######## store_bus_bridge ########
Figure 1. Cell area per tile (store_bus_bridge).
Scale bar: 50 microns. 13 x 13 tiles, from black (low) to pale yellow (high), 0 to 100% covered.
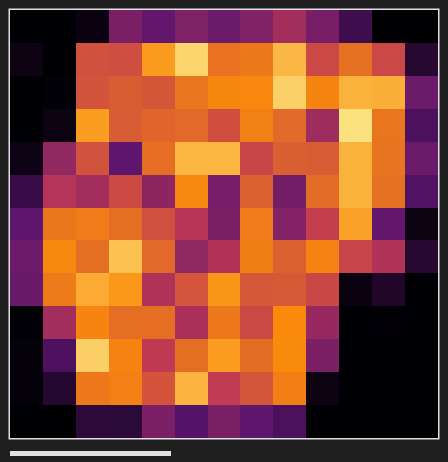

### config.mk
export PLATFORM = sky130hd
export DESIGN_NAME = store_bus_bridge
export DESIGN_NICKNAME = d
export VERILOG_FILES = /design/src/rtl/store_bus_bridge.sv
export SDC_FILE = /design/constraint.sdc
export NUM_CORES = 1
export LEC_CHECK = 0
export CAP_MARGIN = 20
export CORE_MARGIN = 4
export CORE_UTILIZATION = 28
export DETAILED_ROUTE_END_ITERATION = 7
export MAX_ROUTING_LAYER = met4
export SYNTH_ARGS = -nofsm -noshare
export SYNTH_HDL_FRONTEND = slang
export SYNTH_SLANG_ARGS = --single-unit
### constraint.sdc
create_clock -name clk -period 3.5 [get_ports clk]
set_input_delay 0.35 -clock clk [delete_from_list [all_inputs] [get_ports clk]]
set_output_delay 0.35 -clock clk [all_outputs]
set_load 0.01 [all_outputs]
### src/rtl/store_bus_bridge.sv
// Memory-stage store unit: checks a store, encodes it into word address, byte enables and
// lane-replicated data, buffers it and drives the data bus. Optional macro: STORE_ACK_TIMEOUT_EN.
module store_bus_bridge #(
  parameter logic [31:0] DM_TOP   = 32'h0000_2fff,
  parameter logic [31:0] TC0_BASE = 32'h0000_7f00,
  parameter logic [31:0] TC1_BASE = 32'h0000_7f10,
  parameter logic [31:0] INT_BASE = 32'h0000_7f20,
  parameter int unsigned TIMEOUT  = 16
) (
  input  logic        clk,
  input  logic        reset,
  input  logic        st_valid,
  input  logic [2:0]  store_type,
  input  logic [31:0] addr,
  input  logic [31:0] wdata,
  input  logic        M_DM_ov,
  output logic        M_AdES,
  output logic        st_stall,
  output logic        bus_req,
  output logic [31:0] bus_addr,
  output logic [3:0]  bus_be,
  output logic [31:0] bus_wdata,
  output logic [1:0]  bus_sel,
  input  logic        bus_ack,
  output logic        bus_err
);

  localparam logic [31:0] TC_WIN   = 32'd12;
  localparam logic [31:0] INT_WIN  = 32'd4;
  localparam logic [31:0] TC_RO_OFF = 32'd8;

  typedef enum logic {IDLE, BUSY} state_t;

  state_t      state, state_nxt;
  logic [31:0] addr_nxt, wdata_nxt;
  logic [3:0]  be_nxt;
  logic [1:0]  sel_nxt;

  logic        is_st, is_sh, is_sb, is_sw;
  logic [31:0] off_tc0, off_tc1, off_int;
  logic        in_dm, in_tc0, in_tc1, in_int;
  logic        align_err, range_err, dev_err;
  logic        accept, timeout_hit;
  logic [3:0]  enc_be;
  logic [31:0] enc_data;
  logic [1:0]  enc_sel;

  // Store decode and address-map checks
  always_comb begin
    is_st   = st_valid && (store_type != 3'b111);
    is_sh   = (store_type == 3'b100);
    is_sb   = (store_type == 3'b010);
    is_sw   = !is_sh && !is_sb;
    off_tc0 = addr - TC0_BASE;
    off_tc1 = addr - TC1_BASE;
    off_int = addr - INT_BASE;
    in_dm   = (addr <= DM_TOP);
    in_tc0  = (off_tc0 < TC_WIN);
    in_tc1  = (off_tc1 < TC_WIN);
    in_int  = (off_int < INT_WIN);
    align_err = (is_sw && (addr[1:0] != 2'b00)) || (is_sh && addr[0]);
    range_err = !(in_dm || in_tc0 || in_tc1 || in_int);
    // Timers take only full words, and their count register is read-only
    dev_err = ((is_sh || is_sb) && (in_tc0 || in_tc1))
           || (in_tc0 && (off_tc0 >= TC_RO_OFF))
           || (in_tc1 && (off_tc1 >= TC_RO_OFF));
    M_AdES  = is_st && (align_err || range_err || dev_err || M_DM_ov);
  end

  // Byte-enable, data-lane and target encoding
  always_comb begin
    enc_be   = 4'b1111;
    enc_data = wdata;
    if (is_sh) begin
      enc_be   = addr[1] ? 4'b1100 : 4'b0011;
      enc_data = {2{wdata[15:0]}};
    end else if (is_sb) begin
      enc_be   = 4'b0001 << addr[1:0];
      enc_data = {4{wdata[7:0]}};
    end
    enc_sel = 2'b00;
    if (in_tc0)      enc_sel = 2'b01;
    else if (in_tc1) enc_sel = 2'b10;
    else if (in_int) enc_sel = 2'b11;
  end

`ifdef STORE_ACK_TIMEOUT_EN
  localparam int unsigned CNT_W = (TIMEOUT > 1) ? $clog2(TIMEOUT) : 1;
  logic [CNT_W-1:0] wait_cnt;

  assign timeout_hit = (state == BUSY) && !bus_ack && (wait_cnt == CNT_W'(TIMEOUT - 1));
  assign bus_err     = timeout_hit;

  // Counts BUSY cycles without ack; restarts with each newly buffered store
  always_ff @(posedge clk or posedge reset) begin
    if (reset)                          wait_cnt <= '0;
    else if (accept)                    wait_cnt <= '0;
    else if (state == BUSY && !bus_ack) wait_cnt <= wait_cnt + CNT_W'(1);
  end
`else
  assign timeout_hit = 1'b0;
  assign bus_err     = 1'b0 & (TIMEOUT > 0);
`endif

  assign accept   = is_st && !M_AdES && ((state == IDLE) || bus_ack || timeout_hit);
  assign st_stall = is_st && (state == BUSY) && !bus_ack && !timeout_hit;
  assign bus_req  = (state == BUSY);

  // Next state and buffer contents; the buffer reads as zero whenever IDLE
  always_comb begin
    state_nxt = state;
    addr_nxt  = bus_addr;
    be_nxt    = bus_be;
    wdata_nxt = bus_wdata;
    sel_nxt   = bus_sel;
    if (accept) begin
      state_nxt = BUSY;
      addr_nxt  = {addr[31:2], 2'b00};
      be_nxt    = enc_be;
      wdata_nxt = enc_data;
      sel_nxt   = enc_sel;
    end else if ((state == BUSY) && (bus_ack || timeout_hit)) begin
      state_nxt = IDLE;
      addr_nxt  = '0;
      be_nxt    = '0;
      wdata_nxt = '0;
      sel_nxt   = '0;
    end
  end

  always_ff @(posedge clk or posedge reset) begin
    if (reset) begin
      state     <= IDLE;
      bus_addr  <= '0;
      bus_be    <= '0;
      bus_wdata <= '0;
      bus_sel   <= '0;
    end else begin
      state     <= state_nxt;
      bus_addr  <= addr_nxt;
      bus_be    <= be_nxt;
      bus_wdata <= wdata_nxt;
      bus_sel   <= sel_nxt;
    end
  end

endmodule
######## johnson_monitor ########
<file path="src/rtl/johnson_monitor.sv">
// Johnson code monitor: decodes a registered 4-bit Johnson code,
// tracks legal advances and counts revolutions with lock/recovery.
module johnson_monitor #(
    parameter int CYCLE_W    = 8,
    parameter int RESYNC_LEN = 4
) (
    input  logic               clk,
    input  logic               reset,
    input  logic [3:0]         code_in,
    input  logic               clear,
    output logic [2:0]         index,
    output logic               index_valid,
    output logic               step,
    output logic               wrap,
    output logic [CYCLE_W-1:0] cycles,
    output logic               illegal,
    output logic               seq_err,
    output logic [1:0]         state
);

    typedef enum logic [1:0] {
        SYNC  = 2'b00,
        TRACK = 2'b01,
        ERROR = 2'b10
    } st_t;

    localparam logic [3:0] RL = 4'(RESYNC_LEN);

    st_t        st;
    logic [3:0] code_q;
    logic       code_q_vld;
    logic [2:0] prev_idx;
    logic [3:0] good_cnt;
    logic [2:0] idx;
    logic       legal;
    logic [2:0] d;

    assign state = st;
    assign d     = idx - prev_idx;

    always_comb begin
        legal = 1'b1;
        idx   = 3'd0;
        case (code_q)
            4'b0000: idx = 3'd0;
            4'b1000: idx = 3'd1;
            4'b1100: idx = 3'd2;
            4'b1110: idx = 3'd3;
            4'b1111: idx = 3'd4;
            4'b0111: idx = 3'd5;
            4'b0011: idx = 3'd6;
            4'b0001: idx = 3'd7;
            default: legal = 1'b0;
        endcase
    end

    always_ff @(posedge clk or negedge reset) begin
        if (!reset) begin
            st          <= SYNC;
            code_q      <= 4'd0;
            code_q_vld  <= 1'b0;
            prev_idx    <= 3'd0;
            good_cnt    <= 4'd0;
            index       <= 3'd0;
            index_valid <= 1'b0;
            step        <= 1'b0;
            wrap        <= 1'b0;
            cycles      <= '0;
            illegal     <= 1'b0;
            seq_err     <= 1'b0;
        end else begin
            code_q     <= code_in;
            code_q_vld <= 1'b1;
            step       <= 1'b0;
            wrap       <= 1'b0;
            illegal    <= code_q_vld && !legal;
            if (clear) begin
                st          <= SYNC;
                cycles      <= '0;
                seq_err     <= 1'b0;
                good_cnt    <= 4'd0;
                index_valid <= 1'b0;
            end else if (code_q_vld) begin
                case (st)
                    SYNC: begin
                        if (legal) begin
                            prev_idx    <= idx;
                            index       <= idx;
                            index_valid <= 1'b1;
                            st          <= TRACK;
                        end
                    end
                    TRACK: begin
                        if (legal && d == 3'd1) begin
                            step     <= 1'b1;
                            index    <= idx;
                            prev_idx <= idx;
                            if (prev_idx == 3'd7) begin
                                wrap   <= 1'b1;
                                cycles <= cycles + CYCLE_W'(1);
                            end
                        end else if (!(legal && d == 3'd0)) begin
                            // a legal jump still seeds the resync reference
                            if (legal)
                                prev_idx <= idx;
                            st          <= ERROR;
                            seq_err     <= 1'b1;
                            good_cnt    <= 4'd0;
                            index_valid <= 1'b0;
                        end
                    end
                    ERROR: begin
                        index_valid <= 1'b0;
                        if (!legal) begin
                            good_cnt <= 4'd0;
                        end else if (d == 3'd1) begin
                            prev_idx <= idx;
                            if (good_cnt + 4'd1 >= RL) begin
                                st          <= TRACK;
                                index       <= idx;
                                index_valid <= 1'b1;
                                good_cnt    <= 4'd0;
                            end else begin
                                good_cnt <= good_cnt + 4'd1;
                            end
                        end else if (d != 3'd0) begin
                            prev_idx <= idx;
                            good_cnt <= 4'd0;
                        end
                    end
                    default: st <= SYNC;
                endcase
            end
        end
    end

endmodule

</file>
<file path="config.mk">
export PLATFORM = sky130hd
export DESIGN_NAME = johnson_monitor
export DESIGN_NICKNAME = d
export VERILOG_FILES = /design/src/rtl/johnson_monitor.sv
export SDC_FILE = /design/constraint.sdc
export NUM_CORES = 1
export LEC_CHECK = 0
export ABC_AREA = 0
export CAP_MARGIN = 20
export CORE_MARGIN = 10
export CORE_UTILIZATION = 50
export CTS_CLUSTER_DIAMETER = 50
export DETAILED_ROUTE_END_ITERATION = 8
export PLACE_DENSITY = 0.84
export SYNTH_ARGS = -nofsm -noshare
export SYNTH_HDL_FRONTEND = slang
export SYNTH_SLANG_ARGS = --single-unit
</file>
<file path="constraint.sdc">
create_clock -name clk -period 5.8 [get_ports clk]
set_input_delay 1.74 -clock clk [delete_from_list [all_inputs] [get_ports clk]]
set_output_delay 1.74 -clock clk [all_outputs]
set_load 0.01 [all_outputs]
</file>
######## instr_fetch ########
<file path="config.mk">
export PLATFORM = sky130hd
export DESIGN_NAME = instr_fetch
export DESIGN_NICKNAME = d
export VERILOG_FILES = /design/src/rtl/instr_fetch.sv
export SDC_FILE = /design/constraint.sdc
export NUM_CORES = 1
export LEC_CHECK = 0
export ABC_AREA = 1
export ABC_CLOCK_PERIOD_IN_PS = 1400
export CAP_MARGIN = 10
export CORE_UTILIZATION = 37
export CTS_CLUSTER_DIAMETER = 60
export CTS_CLUSTER_SIZE = 25
export DETAILED_ROUTE_END_ITERATION = 8
export GPL_TIMING_DRIVEN = 1
export HOLD_SLACK_MARGIN = 0.12
export PLACE_DENSITY_LB_ADDON = 0.2
export SLEW_MARGIN = 5
export SYNTH_ARGS = -nofsm -noshare
export SYNTH_HDL_FRONTEND = slang
export SYNTH_SLANG_ARGS = --single-unit
</file>
<file path="constraint.sdc">
create_clock -name clock -period 1.4 [get_ports clock]
set_input_delay 0.28 -clock clock [delete_from_list [all_inputs] [get_ports clock]]
set_output_delay 0.28 -clock clock [all_outputs]
set_load 0.03 [all_outputs]
</file>
<file path="src/rtl/instr_fetch.sv">
// Instruction fetch stage: PC register, IF/ID pipeline register and fetch counter.
// Optional macro PC_ALIGN_CHECK_EN enables misaligned-branch detection and the HALT state.
//
// state | meaning
// IDLE  | waiting for start; pc held, IF/ID empty
// RUN   | fetching one word per edge unless stalled or redirected
// HALT  | misaligned branch seen; everything frozen until reset (PC_ALIGN_CHECK_EN only)
module instr_fetch #(
    parameter logic [31:0] RESET_PC   = 32'h0000_0000,
    parameter int          IMEM_WORDS = 256
) (
    input  logic        clock,
    input  logic        reset,
    input  logic        start,
    input  logic        stall,
    input  logic        branch_taken,
    input  logic [31:0] branch_target,
    output logic [31:0] imem_addr,
    input  logic [31:0] imem_data,
    output logic [31:0] if_id_instr,
    output logic [31:0] if_id_pc4,
    output logic        if_id_valid,
    output logic [31:0] fetch_count,
    output logic        fetch_fault
);

    // Byte-address window covered by the instruction memory.
    localparam logic [31:0] ADDR_MASK = 32'(IMEM_WORDS * 4 - 1);

`ifdef PC_ALIGN_CHECK_EN
    typedef enum logic [1:0] {IDLE = 2'd0, RUN = 2'd1, HALT = 2'd2} state_t;
`else
    typedef enum logic [1:0] {IDLE = 2'd0, RUN = 2'd1} state_t;
`endif

    state_t      state, state_next;
    logic [31:0] pc, pc_next;
    logic [31:0] instr_next, pc4_next, count_next;
    logic        valid_next;
    logic [31:0] pc_inc;
    logic [31:0] target;

    assign imem_addr = pc;
    assign pc_inc    = (pc + 32'd4) & ADDR_MASK;
    assign target    = branch_target & ADDR_MASK & ~32'd3;

`ifdef PC_ALIGN_CHECK_EN
    logic fault, fault_next;
    assign fetch_fault = fault;
`else
    assign fetch_fault = 1'b0;
`endif

    always_comb begin
        state_next = state;
        pc_next    = pc;
        instr_next = if_id_instr;
        pc4_next   = if_id_pc4;
        valid_next = if_id_valid;
        count_next = fetch_count;
`ifdef PC_ALIGN_CHECK_EN
        fault_next = fault;
`endif
        case (state)
            IDLE: begin
                instr_next = 32'd0;
                valid_next = 1'b0;
                if (start) state_next = RUN;
            end
            RUN: begin
                if (branch_taken) begin
                    instr_next = 32'd0;
                    valid_next = 1'b0;
`ifdef PC_ALIGN_CHECK_EN
                    if (branch_target[1:0] != 2'b00) begin
                        state_next = HALT;
                        fault_next = 1'b1;
                    end else begin
                        pc_next = target;
                    end
`else
                    pc_next = target;
`endif
                end else if (!stall) begin
                    instr_next = imem_data;
                    pc4_next   = pc_inc;
                    valid_next = 1'b1;
                    pc_next    = pc_inc;
                    count_next = fetch_count + 32'd1;
                end
            end
`ifdef PC_ALIGN_CHECK_EN
            HALT: ;
`endif
            default: state_next = IDLE;
        endcase
    end

    always_ff @(posedge clock) begin
        if (reset) begin
            state       <= IDLE;
            pc          <= RESET_PC;
            if_id_instr <= 32'd0;
            if_id_pc4   <= 32'd0;
            if_id_valid <= 1'b0;
            fetch_count <= 32'd0;
`ifdef PC_ALIGN_CHECK_EN
            fault       <= 1'b0;
`endif
        end else begin
            state       <= state_next;
            pc          <= pc_next;
            if_id_instr <= instr_next;
            if_id_pc4   <= pc4_next;
            if_id_valid <= valid_next;
            fetch_count <= count_next;
`ifdef PC_ALIGN_CHECK_EN
            fault       <= fault_next;
`endif
        end
    end

endmodule

</file>
Figure 2. Signal wires on met1 (instr_fetch).
Scale bar: 20 microns.
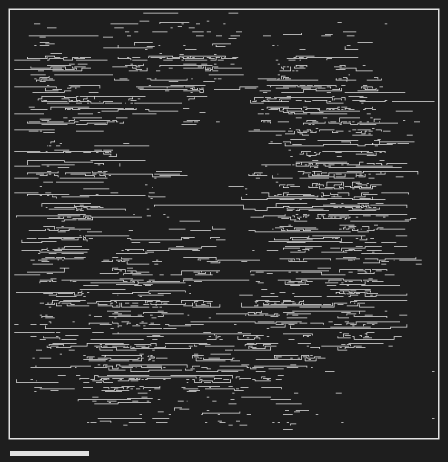
The wires run mostly horizontal. The layer carries 4880 microns of wire.
via count: 4288
DRT Wirelength: 11500 microns

==> qor.csv, instr_fetch <==
metric;value;unit
status;completed;
cts_hold_buf;0;
yosysUniqueCellTypes;31;
edf_count;0;
drt_iter0_markers;157;
end_kind;flop;
synth.area.mux_share;0;
critPathKind;reg2reg;
leakagePower;2.69;nW
hold_path_end;if_id_pc4[4]$_SDFFE_PP0P_;
avgViaCountPerCell;4.72;
rsz0062_at_grt;yes;
use_met3;0.0512;
syn_inst;598;
ir_drop;0.446;mV
adder_share;0.00598;
r2r-end;fetch_count[21]$_SDFFE_PP0P_;
die_w;108;microns
ys_seq_share;0.392;
cp-endpoint;fetch_count[21]$_SDFFE_PP0P_;
ys_sh_simple;0.313;
place_area;5750;sq um
slew_violations;0;
dp_hpwl;8240;microns
async_flop_share;0;
drc;0;
cts_root_buffer;clkbuf_16;
io_buffers;125;
seq-cell-share;0.269;
taps;140;
ioPinCount;199;
==> instr_fetch: per-stage QoR <==
step / TNS, ns / hold slack [ns] / util / setup WS (ns) / power [mW]
floorplan: -0.0161 / 0.396 / - / -0.0161 / 3.03
global placement: -24.37 / 0.457 / 0.526 / -0.455 / 3.23
detailed placement: -26.59 / 0.453 / 0.526 / -0.516 / 3.24
CTS: 0 / 0.392 / 0.555 / 0.000406 / 5.48
global route: -1.27 / 0.435 / 0.572 / -0.0982 / 5.67
finish: 0 / 0.403 / 0.572 / 0.000679 / 5.45
==> instr_fetch: critical path: stages (launching register included) <==
cell	delay [ns]
dfxtp_2	0.35
nand2_2	0.08
nor2_4	0.14
buf_6	0.12
nand3_4	0.10
nor2_4	0.24
nand4_1	0.13
nand2_1	0.09
nor2_1	0.04
==> instr_fetch: sequential cells by signal, summed over array words and instances, names as in the netlist <==
register,cells
if_id_pc4,8
if_id_instr,32
if_id_valid,1
fetch_count,32
state,1
imem_addr,8
==> instr_fetch: where the power goes <==
part / internal, mW / switching [mW]
Combinational: 0.275 / 0.512
Clock: 1.34 / 0.916
Sequential: 2.37 / 0.0333
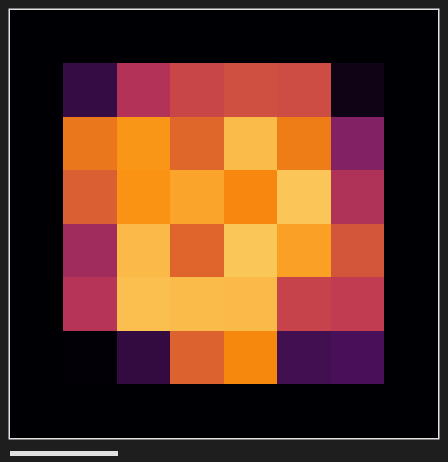
Figure 3: johnson_monitor, cell area per tile.
Scale bar: 20 microns. 8 x 8 tiles, from black (low) to pale yellow (high), 0 to 100% covered.
17% of the tiles are over 75% full. The mean over all tiles is 32%. The densest ninth of the die: center. The emptiest ninth of the die: south-west. 45% of the tiles are nearly empty.
fp util: 0.524
Final Util: 0.623
core region area: 3390 sq um

==> qor.csv, johnson_monitor <==
metric;value;unit
status;completed;
ant_nets;0;
ys_top_logic_family;simple AND/OR/NAND/NOR gates;
hold_ws;0.512;ns
cpMaxStageDelayCell;dfrtp_1;
common_cells;30 x dfrtp_1, 14 x nor2_1, 11 x nand2_1;
synth.area.mux_share;0.0725;
slew_headroom;0.651;
cp_max_fo;14;
met1_usage;0.165;
grt_pass1_wl;7020;microns
synthesis.area_per_instance;10.3;sq um
wl_met1;1680;microns
netlist.area_leader.share;0.423;
avgViaCountPerCell;5.94;
worst_path_largest_cell_delay;0.61;ns
ys_sh_aoi;0.169;
async_flop_share;1.00;
[johnson_monitor: per-stage QoR]
step           worst slack, ns   util  instance area (sq um)  cells
6_report                  2.32  0.623                   2110    245
5_1_grt                   2.13  0.623                   2110    245
4_1_cts                   2.36  0.623                   2110    245
3_5_place_dp              2.08  0.608                   2060    239
3_3_place_gp              2.22  0.608                   2060    239
2_1_floorplan             2.54      -                   1780    172
[johnson_monitor: report_power, final]
| group | total (mW) | internal [mW] | switching (mW) |
|---|---|---|---|
| Clock | 0.122 | 0.0545 | 0.0672 |
| Combinational | 0.187 | 0.0800 | 0.107 |
| Sequential | 0.252 | 0.231 | 0.0215 |
| Total | 0.561 | 0.365 | 0.196 |
[johnson_monitor: area by class of cell]
class                      count  area (sq um)  share of cell area
clock buffer                   6          51.3              0.0243
sequential                    30           751               0.355
timing repair buffer          26           255               0.121
multi-input combinational    128           965               0.456
tap                           46          57.6              0.0272
inverter                       9          33.8              0.0160
[johnson_monitor: state kept, by name (all words and copies together) (netlist names)]
signal and flops:
cycles 8, code_q 4, good_cnt 4, index 3, prev_idx 3, state 2
code_q_vld 1, illegal 1, index_valid 1, seq_err 1, step 1, wrap 1
Figure 4. Signal wires on met1 (store_bus_bridge).
Scale bar: 50 microns.
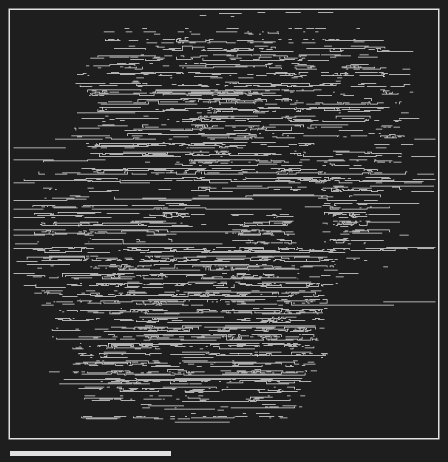
806 nets have wire on it. The wires run mostly horizontal. The longest straight run is 43.2 microns. The layer carries 8520 microns of wire. The layer holds 44% of the routed length.
DRT Wirelength: 19200 microns
via count: 5261
GR Util met1: 0.280

Figure 5. Signal metal coverage by tile (store_bus_bridge).
Scale bar: 50 microns. 27 x 27 tiles, from black (low) to pale yellow (high), scaled to the fullest tile. Values are wire area over tile area, all layers added.
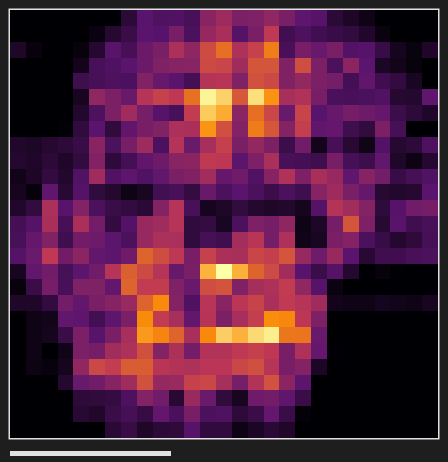
19% of the tiles are nearly empty. The fullest tile reaches 0.69. The emptiest ninth of the die: south-east.
average wire per standard cell: 19.0 microns
GR Util All Layers: 0.213

Notes on Figure 1 above:
12% of the tiles are over 75% full. The fullest tile reaches 94%. The emptiest ninth of the die: south-east. The mean over all tiles is 44%. The densest ninth of the die: north. 16% of the tiles are nearly empty.
fp util: 0.287
core region area: 15300 sq um
Final Util: 0.531

==> qor.csv, store_bus_bridge <==
metric;value;unit
htreeDepth;3;
cp_data_arrival_time;4.13;ns
finalSetupTns;-16.79;ns
ys_sh_simple;0.223;
hold_ws;0.495;ns
ant_nets;0;
synthXorXnorAreaFrac;0.0120;
r2r-start;bus_req$_DFFE_PP0P_;
tightest_slew;0.870;ns
antenna_cells;0;
cp_max_fo;7;
bufAreaShareNonClock;0.349;
cts_buffers;9;
p_int;1.58;mW
layout.nets;878;
pg_comb;417;uW
die-area;17700;sq um
grt_max_degree;43;
cap_violations;0;
max_freq;258;MHz
rsz0062_at_grt;yes;
logic_gates;386;
cp_data_required_time;3.75;ns
p_sw;556;uW
cp-start-kind;input port;
fin_ws;-0.374;ns
violations;negative setup slack;
io_buffers;142;
area_growth;84.7;%
setup_violations;69;
grt_overflow;0;
edf_count;0;
slew_headroom;0.419;
synth.area.mux_share;0.0462;
yosys_area;4380;sq um
status;finished with violations;
largestClassByArea;multi-input combinational cells;
period_used_share;1.11;
sh_comb_area;0.355;
reg2reg_depth;4;
[store_bus_bridge: metal layers]
layer | track usage | vias up | routed length (microns)
met3 | 0.0332 | 36 | 812
li1 | - | 2491 | -
met4 | 0.0571 | 0 | 461
met1 | 0.280 | 2563 | 8520
met2 | 0.346 | 171 | 9440
met5 | - | - | 0
[store_bus_bridge: synth_stat cells, drive strengths merged (10+ instances only)]
| cell | number |
|---|---|
| o21ai | 30 |
| mux2i | 18 |
| clkbuf | 31 |
| a21oi | 12 |
| nand2 | 82 |
| buf | 15 |
| inv | 27 |
| nor2 | 32 |
| o22ai | 55 |
| nor4 | 10 |
| dfrtp | 69 |
| nor3 | 14 |
[store_bus_bridge: registers in the layout, summed over array words and instances, names as in the netlist]
register   flops
bus_wdata     32
bus_addr      30
bus_be         4
bus_sel        2
bus_req        1
[store_bus_bridge: worst min-delay path, cell delays in order (launching register included)]
cell	delay (ns)
dfrtp_1	0.37
nand2_1	0.06
nor2_1	0.03
[store_bus_bridge: timing repair]
item	CTS	global route
gates resized	117	30
gates cloned	1	4
pin swaps	20	15
buffers inserted	26	13
hold buffers	0	0
setup endpoints to repair	70	69

######## c7bbiu_rd_arb_rr ########
## config.mk

```make
export PLATFORM = sky130hd
export DESIGN_NAME = c7bbiu_rd_arb_rr
export DESIGN_NICKNAME = d
export VERILOG_FILES = /design/src/rtl/c7bbiu_rd_arb_rr.sv
export SDC_FILE = /design/constraint.sdc
export NUM_CORES = 1
export LEC_CHECK = 0
export CORE_UTILIZATION = 38
export DETAILED_ROUTE_END_ITERATION = 7
export GPL_TIMING_DRIVEN = 0
export PLACE_DENSITY_LB_ADDON = 0.05
export SLEW_MARGIN = 30
export SYNTH_ARGS = -nofsm -noshare
export SYNTH_HDL_FRONTEND = slang
export SYNTH_SLANG_ARGS = --single-unit
```

## constraint.sdc

```tcl
create_clock -name clk -period 7.75 [get_ports clk]
set_clock_uncertainty 0.1 [all_clocks]
set_input_delay 0.775 -clock clk [delete_from_list [all_inputs] [get_ports clk]]
set_output_delay 0.775 -clock clk [all_outputs]
set_load 0.01 [all_outputs]
```

## src/rtl/c7bbiu_rd_arb_rr.sv

```systemverilog
// ---------------------------------------------------------------------------
// c7bbiu_rd_arb_rr
//   AXI read-address arbiter for the BIU. Picks one of NREQ requesters per
//   cycle (round-robin or fixed priority), loads the winner into a registered
//   AR slot with a full valid/ready handshake, tags the AR with ID = requester
//   index and tracks outstanding read bursts against MAX_OUTST.
//
// Ports
//   clk, reset          clock, asynchronous active-high reset
//   req_val/req_ack     per-requester request / one-hot combinational ack
//   req_addr/len/incr   packed per-requester AR fields (slice i = requester i)
//   axi_ar_*            registered AXI AR channel
//   axi_r_valid/ready/last  R-channel observation for burst completion
//   outst_cnt           bursts accepted on AR whose last R beat is not seen
//   arb_busy            outstanding bursts or AR slot occupied
// ---------------------------------------------------------------------------
module c7bbiu_rd_arb_rr #(
  parameter int NREQ      = 3,
  parameter int AW        = 32,
  parameter int IDW       = 4,
  parameter int MAX_OUTST = 4,
  parameter int RR_EN     = 1
) (
  input  logic               clk,
  input  logic               reset,
  input  logic [NREQ-1:0]    req_val,
  output logic [NREQ-1:0]    req_ack,
  input  logic [NREQ*AW-1:0] req_addr,
  input  logic [NREQ*8-1:0]  req_len,
  input  logic [NREQ-1:0]    req_incr,
  output logic               axi_ar_valid,
  input  logic               axi_ar_ready,
  output logic [IDW-1:0]     axi_ar_id,
  output logic [AW-1:0]      axi_ar_addr,
  output logic [7:0]         axi_ar_len,
  output logic [2:0]         axi_ar_size,
  output logic [1:0]         axi_ar_burst,
  output logic               axi_ar_lock,
  output logic [3:0]         axi_ar_cache,
  output logic [2:0]         axi_ar_prot,
  input  logic               axi_r_valid,
  input  logic               axi_r_ready,
  input  logic               axi_r_last,
  output logic [3:0]         outst_cnt,
  output logic               arb_busy
);

  localparam int PTR_W = (NREQ > 1) ? $clog2(NREQ) : 1;

  // Lowest set index of a request vector (fixed priority, index 0 first).
  function automatic logic [PTR_W-1:0] lowest_set(input logic [NREQ-1:0] v);
    logic [PTR_W-1:0] w;
    w = '0;
    for (int i = NREQ - 1; i >= 0; i--) begin
      if (v[i]) w = PTR_W'(i);
    end
    return w;
  endfunction

  // Round-robin pick: rotate the request vector so ptr lands on bit 0, take
  // the lowest set bit as an offset and map it back modulo NREQ.
  function automatic logic [PTR_W-1:0] pick_rr(input logic [NREQ-1:0] v,
                                               input logic [PTR_W-1:0] ptr);
    logic [2*NREQ-1:0] vv;
    logic [NREQ-1:0]   rot;
    logic [PTR_W-1:0]  off;
    logic [PTR_W:0]    sum;
    vv  = {v, v} >> ptr;
    rot = vv[NREQ-1:0];
    off = lowest_set(rot);
    sum = {1'b0, ptr} + {1'b0, off};
    if (sum >= (PTR_W+1)'(NREQ)) sum = sum - (PTR_W+1)'(NREQ);
    return sum[PTR_W-1:0];
  endfunction

  // Next round-robin pointer: one past the winner, wrapping at NREQ.
  function automatic logic [PTR_W-1:0] next_ptr(input logic [PTR_W-1:0] w);
    logic [PTR_W-1:0] n;
    if (w == PTR_W'(NREQ - 1)) n = '0;
    else                       n = w + PTR_W'(1);
    return n;
  endfunction

  logic [PTR_W-1:0] rr_ptr;
  logic             slot_free_p0;
  logic             room_p0;
  logic             grant_p0;
  logic [PTR_W-1:0] win_p0;
  logic             inc_p0;
  logic             dec_p0;

  // ---- stage p0: arbitration (combinational, same cycle as req_val) ----
  always_comb begin
    // The AR slot can take a new request when empty or draining this cycle.
    slot_free_p0 = ~axi_ar_valid | axi_ar_ready;
    // An occupied AR slot is not yet counted in outst_cnt but will be, so it
    // is charged against the limit here; this keeps back-to-back issue from
    // overshooting MAX_OUTST.
    room_p0 = ({1'b0, outst_cnt} + 5'(axi_ar_valid)) < 5'(MAX_OUTST);
    grant_p0 = ~reset & slot_free_p0 & room_p0 & (|req_val);
    if (RR_EN != 0) win_p0 = pick_rr(req_val, rr_ptr);
    else            win_p0 = lowest_set(req_val);
    req_ack = '0;
    if (grant_p0) req_ack = NREQ'(1) << win_p0;
  end

  assign inc_p0 = axi_ar_valid & axi_ar_ready;
  assign dec_p0 = axi_r_valid & axi_r_ready & axi_r_last;

  // ---- stage p1: registered AR channel, pointer and burst counter ----
  always_ff @(posedge clk or posedge reset) begin
    if (reset) begin
      rr_ptr       <= '0;
      axi_ar_valid <= 1'b0;
      axi_ar_id    <= '0;
      axi_ar_addr  <= '0;
      axi_ar_len   <= '0;
      axi_ar_size  <= '0;
      axi_ar_burst <= '0;
    end else begin
      if (grant_p0) begin
        axi_ar_valid <= 1'b1;
        axi_ar_id    <= IDW'(win_p0);
        axi_ar_addr  <= req_addr[win_p0*AW +: AW];
        axi_ar_len   <= req_len[win_p0*8 +: 8];
        axi_ar_size  <= 3'b011;
        axi_ar_burst <= {1'b0, req_incr[win_p0]};
        if (RR_EN != 0) rr_ptr <= next_ptr(win_p0);
      end else if (inc_p0) begin
        axi_ar_valid <= 1'b0;
      end
    end
  end

  always_ff @(posedge clk or posedge reset) begin
    if (reset) begin
      outst_cnt <= '0;
    end else if (inc_p0 && !dec_p0) begin
      outst_cnt <= outst_cnt + 4'd1;
    end else if (dec_p0 && !inc_p0 && outst_cnt != 4'd0) begin
      // A stray last beat with nothing outstanding saturates at zero.
      outst_cnt <= outst_cnt - 4'd1;
    end
  end

  assign axi_ar_lock  = 1'b0;
  assign axi_ar_cache = 4'b0000;
  assign axi_ar_prot  = 3'b000;
  assign arb_busy     = (outst_cnt != 4'd0) | axi_ar_valid;

  a_no_underflow: assert property (@(posedge clk) disable iff (reset)
    !(dec_p0 && !inc_p0 && outst_cnt == 4'd0));
  a_no_overflow: assert property (@(posedge clk) disable iff (reset)
    outst_cnt <= 4'(MAX_OUTST));

endmodule

```

Figure 6. Track usage over the die (c7bbiu_rd_arb_rr).
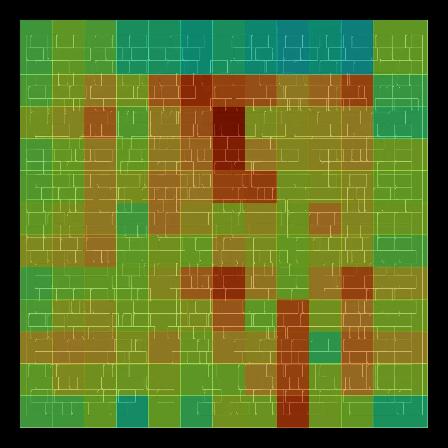
GR Util met2: 0.446
Final Util: 0.710
GR met3 Demand/Resource: 0.0707
GR Util met1: 0.268

Figure 7. Signal wires on met1 (c7bbiu_rd_arb_rr).
Scale bar: 20 microns.
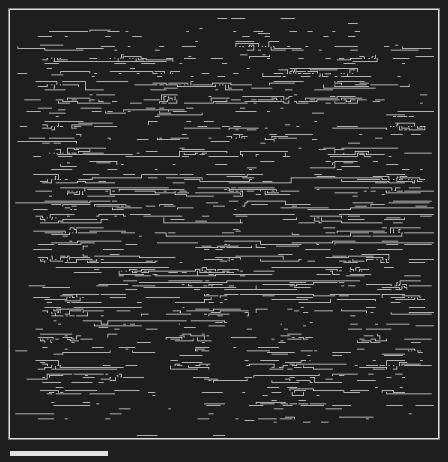
The wires run mostly horizontal. 538 nets have wire on it. The layer holds 37% of the routed length. The longest straight run is 37.7 microns. The layer carries 3430 microns of wire.
via count: 3072
DRT Wirelength: 9160 microns

==> qor.csv <==
metric;value;unit
cts_tree;built;
warning_count;26;
yosys_most_used_dff;dfrtp_1;
cpMaxStageDelayCell;clkdlybuf4s50_1;
cts.repair.resized;0;
synth_warnings;0;
leakagePower;2.02;nW
ys.flops;51;
seqPwrFrac;0.217;
p_sw_frac;0.437;
crit_buf_inv;6;
ff2ff_setup_slack;4.28;ns
power.total;2.24;mW
common_cells;51 x dfrtp_1, 45 x nor2_1, 43 x a21oi_1;
avgViaCountPerCell;5.33;
drt_iter0_markers;251;
end_kind;output pin;
ir_drop;0.252;mV
antenna_cells;0;
ys_seq_share;0.459;
status;completed;
grt_pass1_wl;14000;microns
clk_latency;0.30;ns
Figure 8. Signal metal coverage by tile (c7bbiu_rd_arb_rr).
Scale bar: 20 microns. 18 x 18 tiles, from black (low) to pale yellow (high), scaled to the fullest tile. Values are wire area over tile area, all layers added.
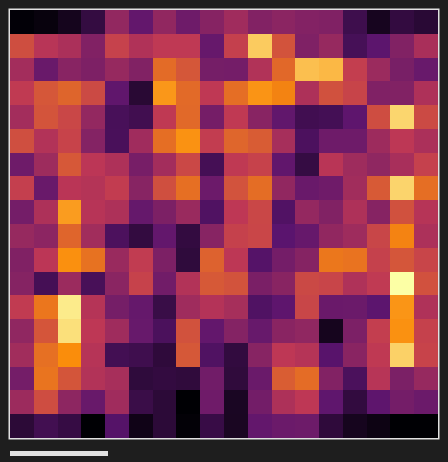
The emptiest ninth of the die: south. 1.9% of the tiles are nearly empty. The fullest tile reaches 0.49. 32% of the tiles are over half the peak. The mean over all tiles is 0.20.
GR Util All Layers: 0.238
average wire per standard cell: 15.9 microns

worst paths after layout:
kind | from | to
max in group asynchronous | reset | rr_ptr[0]$_DFFE_PP0P_
max reg2reg | rr_ptr[0]$_DFFE_PP0P_ | axi_ar_addr[25]$_DFFE_PP0P_
max | req_val[0] | req_ack[0]
min | outst_cnt[3]$_DFFE_PP0P_ | outst_cnt[3]$_DFFE_PP0P_
min reg2reg | outst_cnt[3]$_DFFE_PP0P_ | outst_cnt[3]$_DFFE_PP0P_
min in group asynchronous | reset | axi_ar_addr[0]$_DFFE_PP0P_
routing by layer:
layer	up-vias	GRT usage	share of wire
met4	0	0.0492	0.0088
met1	1471	0.268	0.37
li1	1432	-	-
met3	7	0.0707	0.098
met5	-	0	0
met2	162	0.446	0.52
layout make-up:
cell class	count	area [sq um]
Buffer	37	240
Clock buffer	6	72.6
Clock inverter	1	30.0
Fill cell	549	2020
Inverter	8	32.5
Multi-Input combinational cell	191	1280
Sequential cell	51	1280
Tap cell	96	120
Timing Repair Buffer	186	1880


## Gallery

The metal 2 layer.
(a)
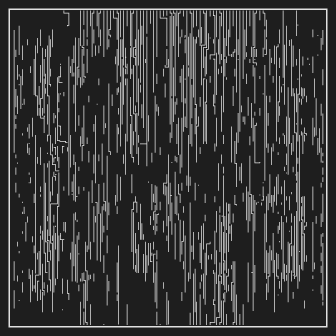
(b)
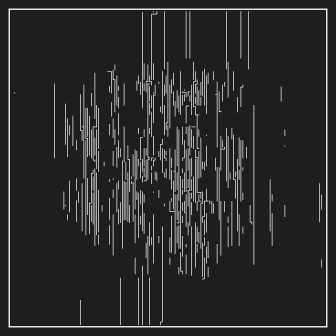
(c)
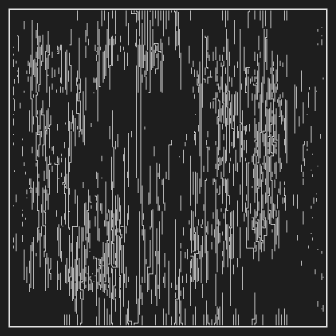
(d)
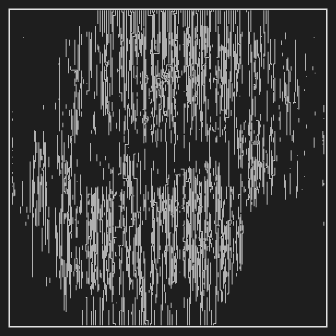
- (b) = johnson_monitor
- (c) = instr_fetch
- (d) = store_bus_bridge
- (a) = c7bbiu_rd_arb_rr

Power figures rest on the tool's default switching activity, not on a simulated workload.
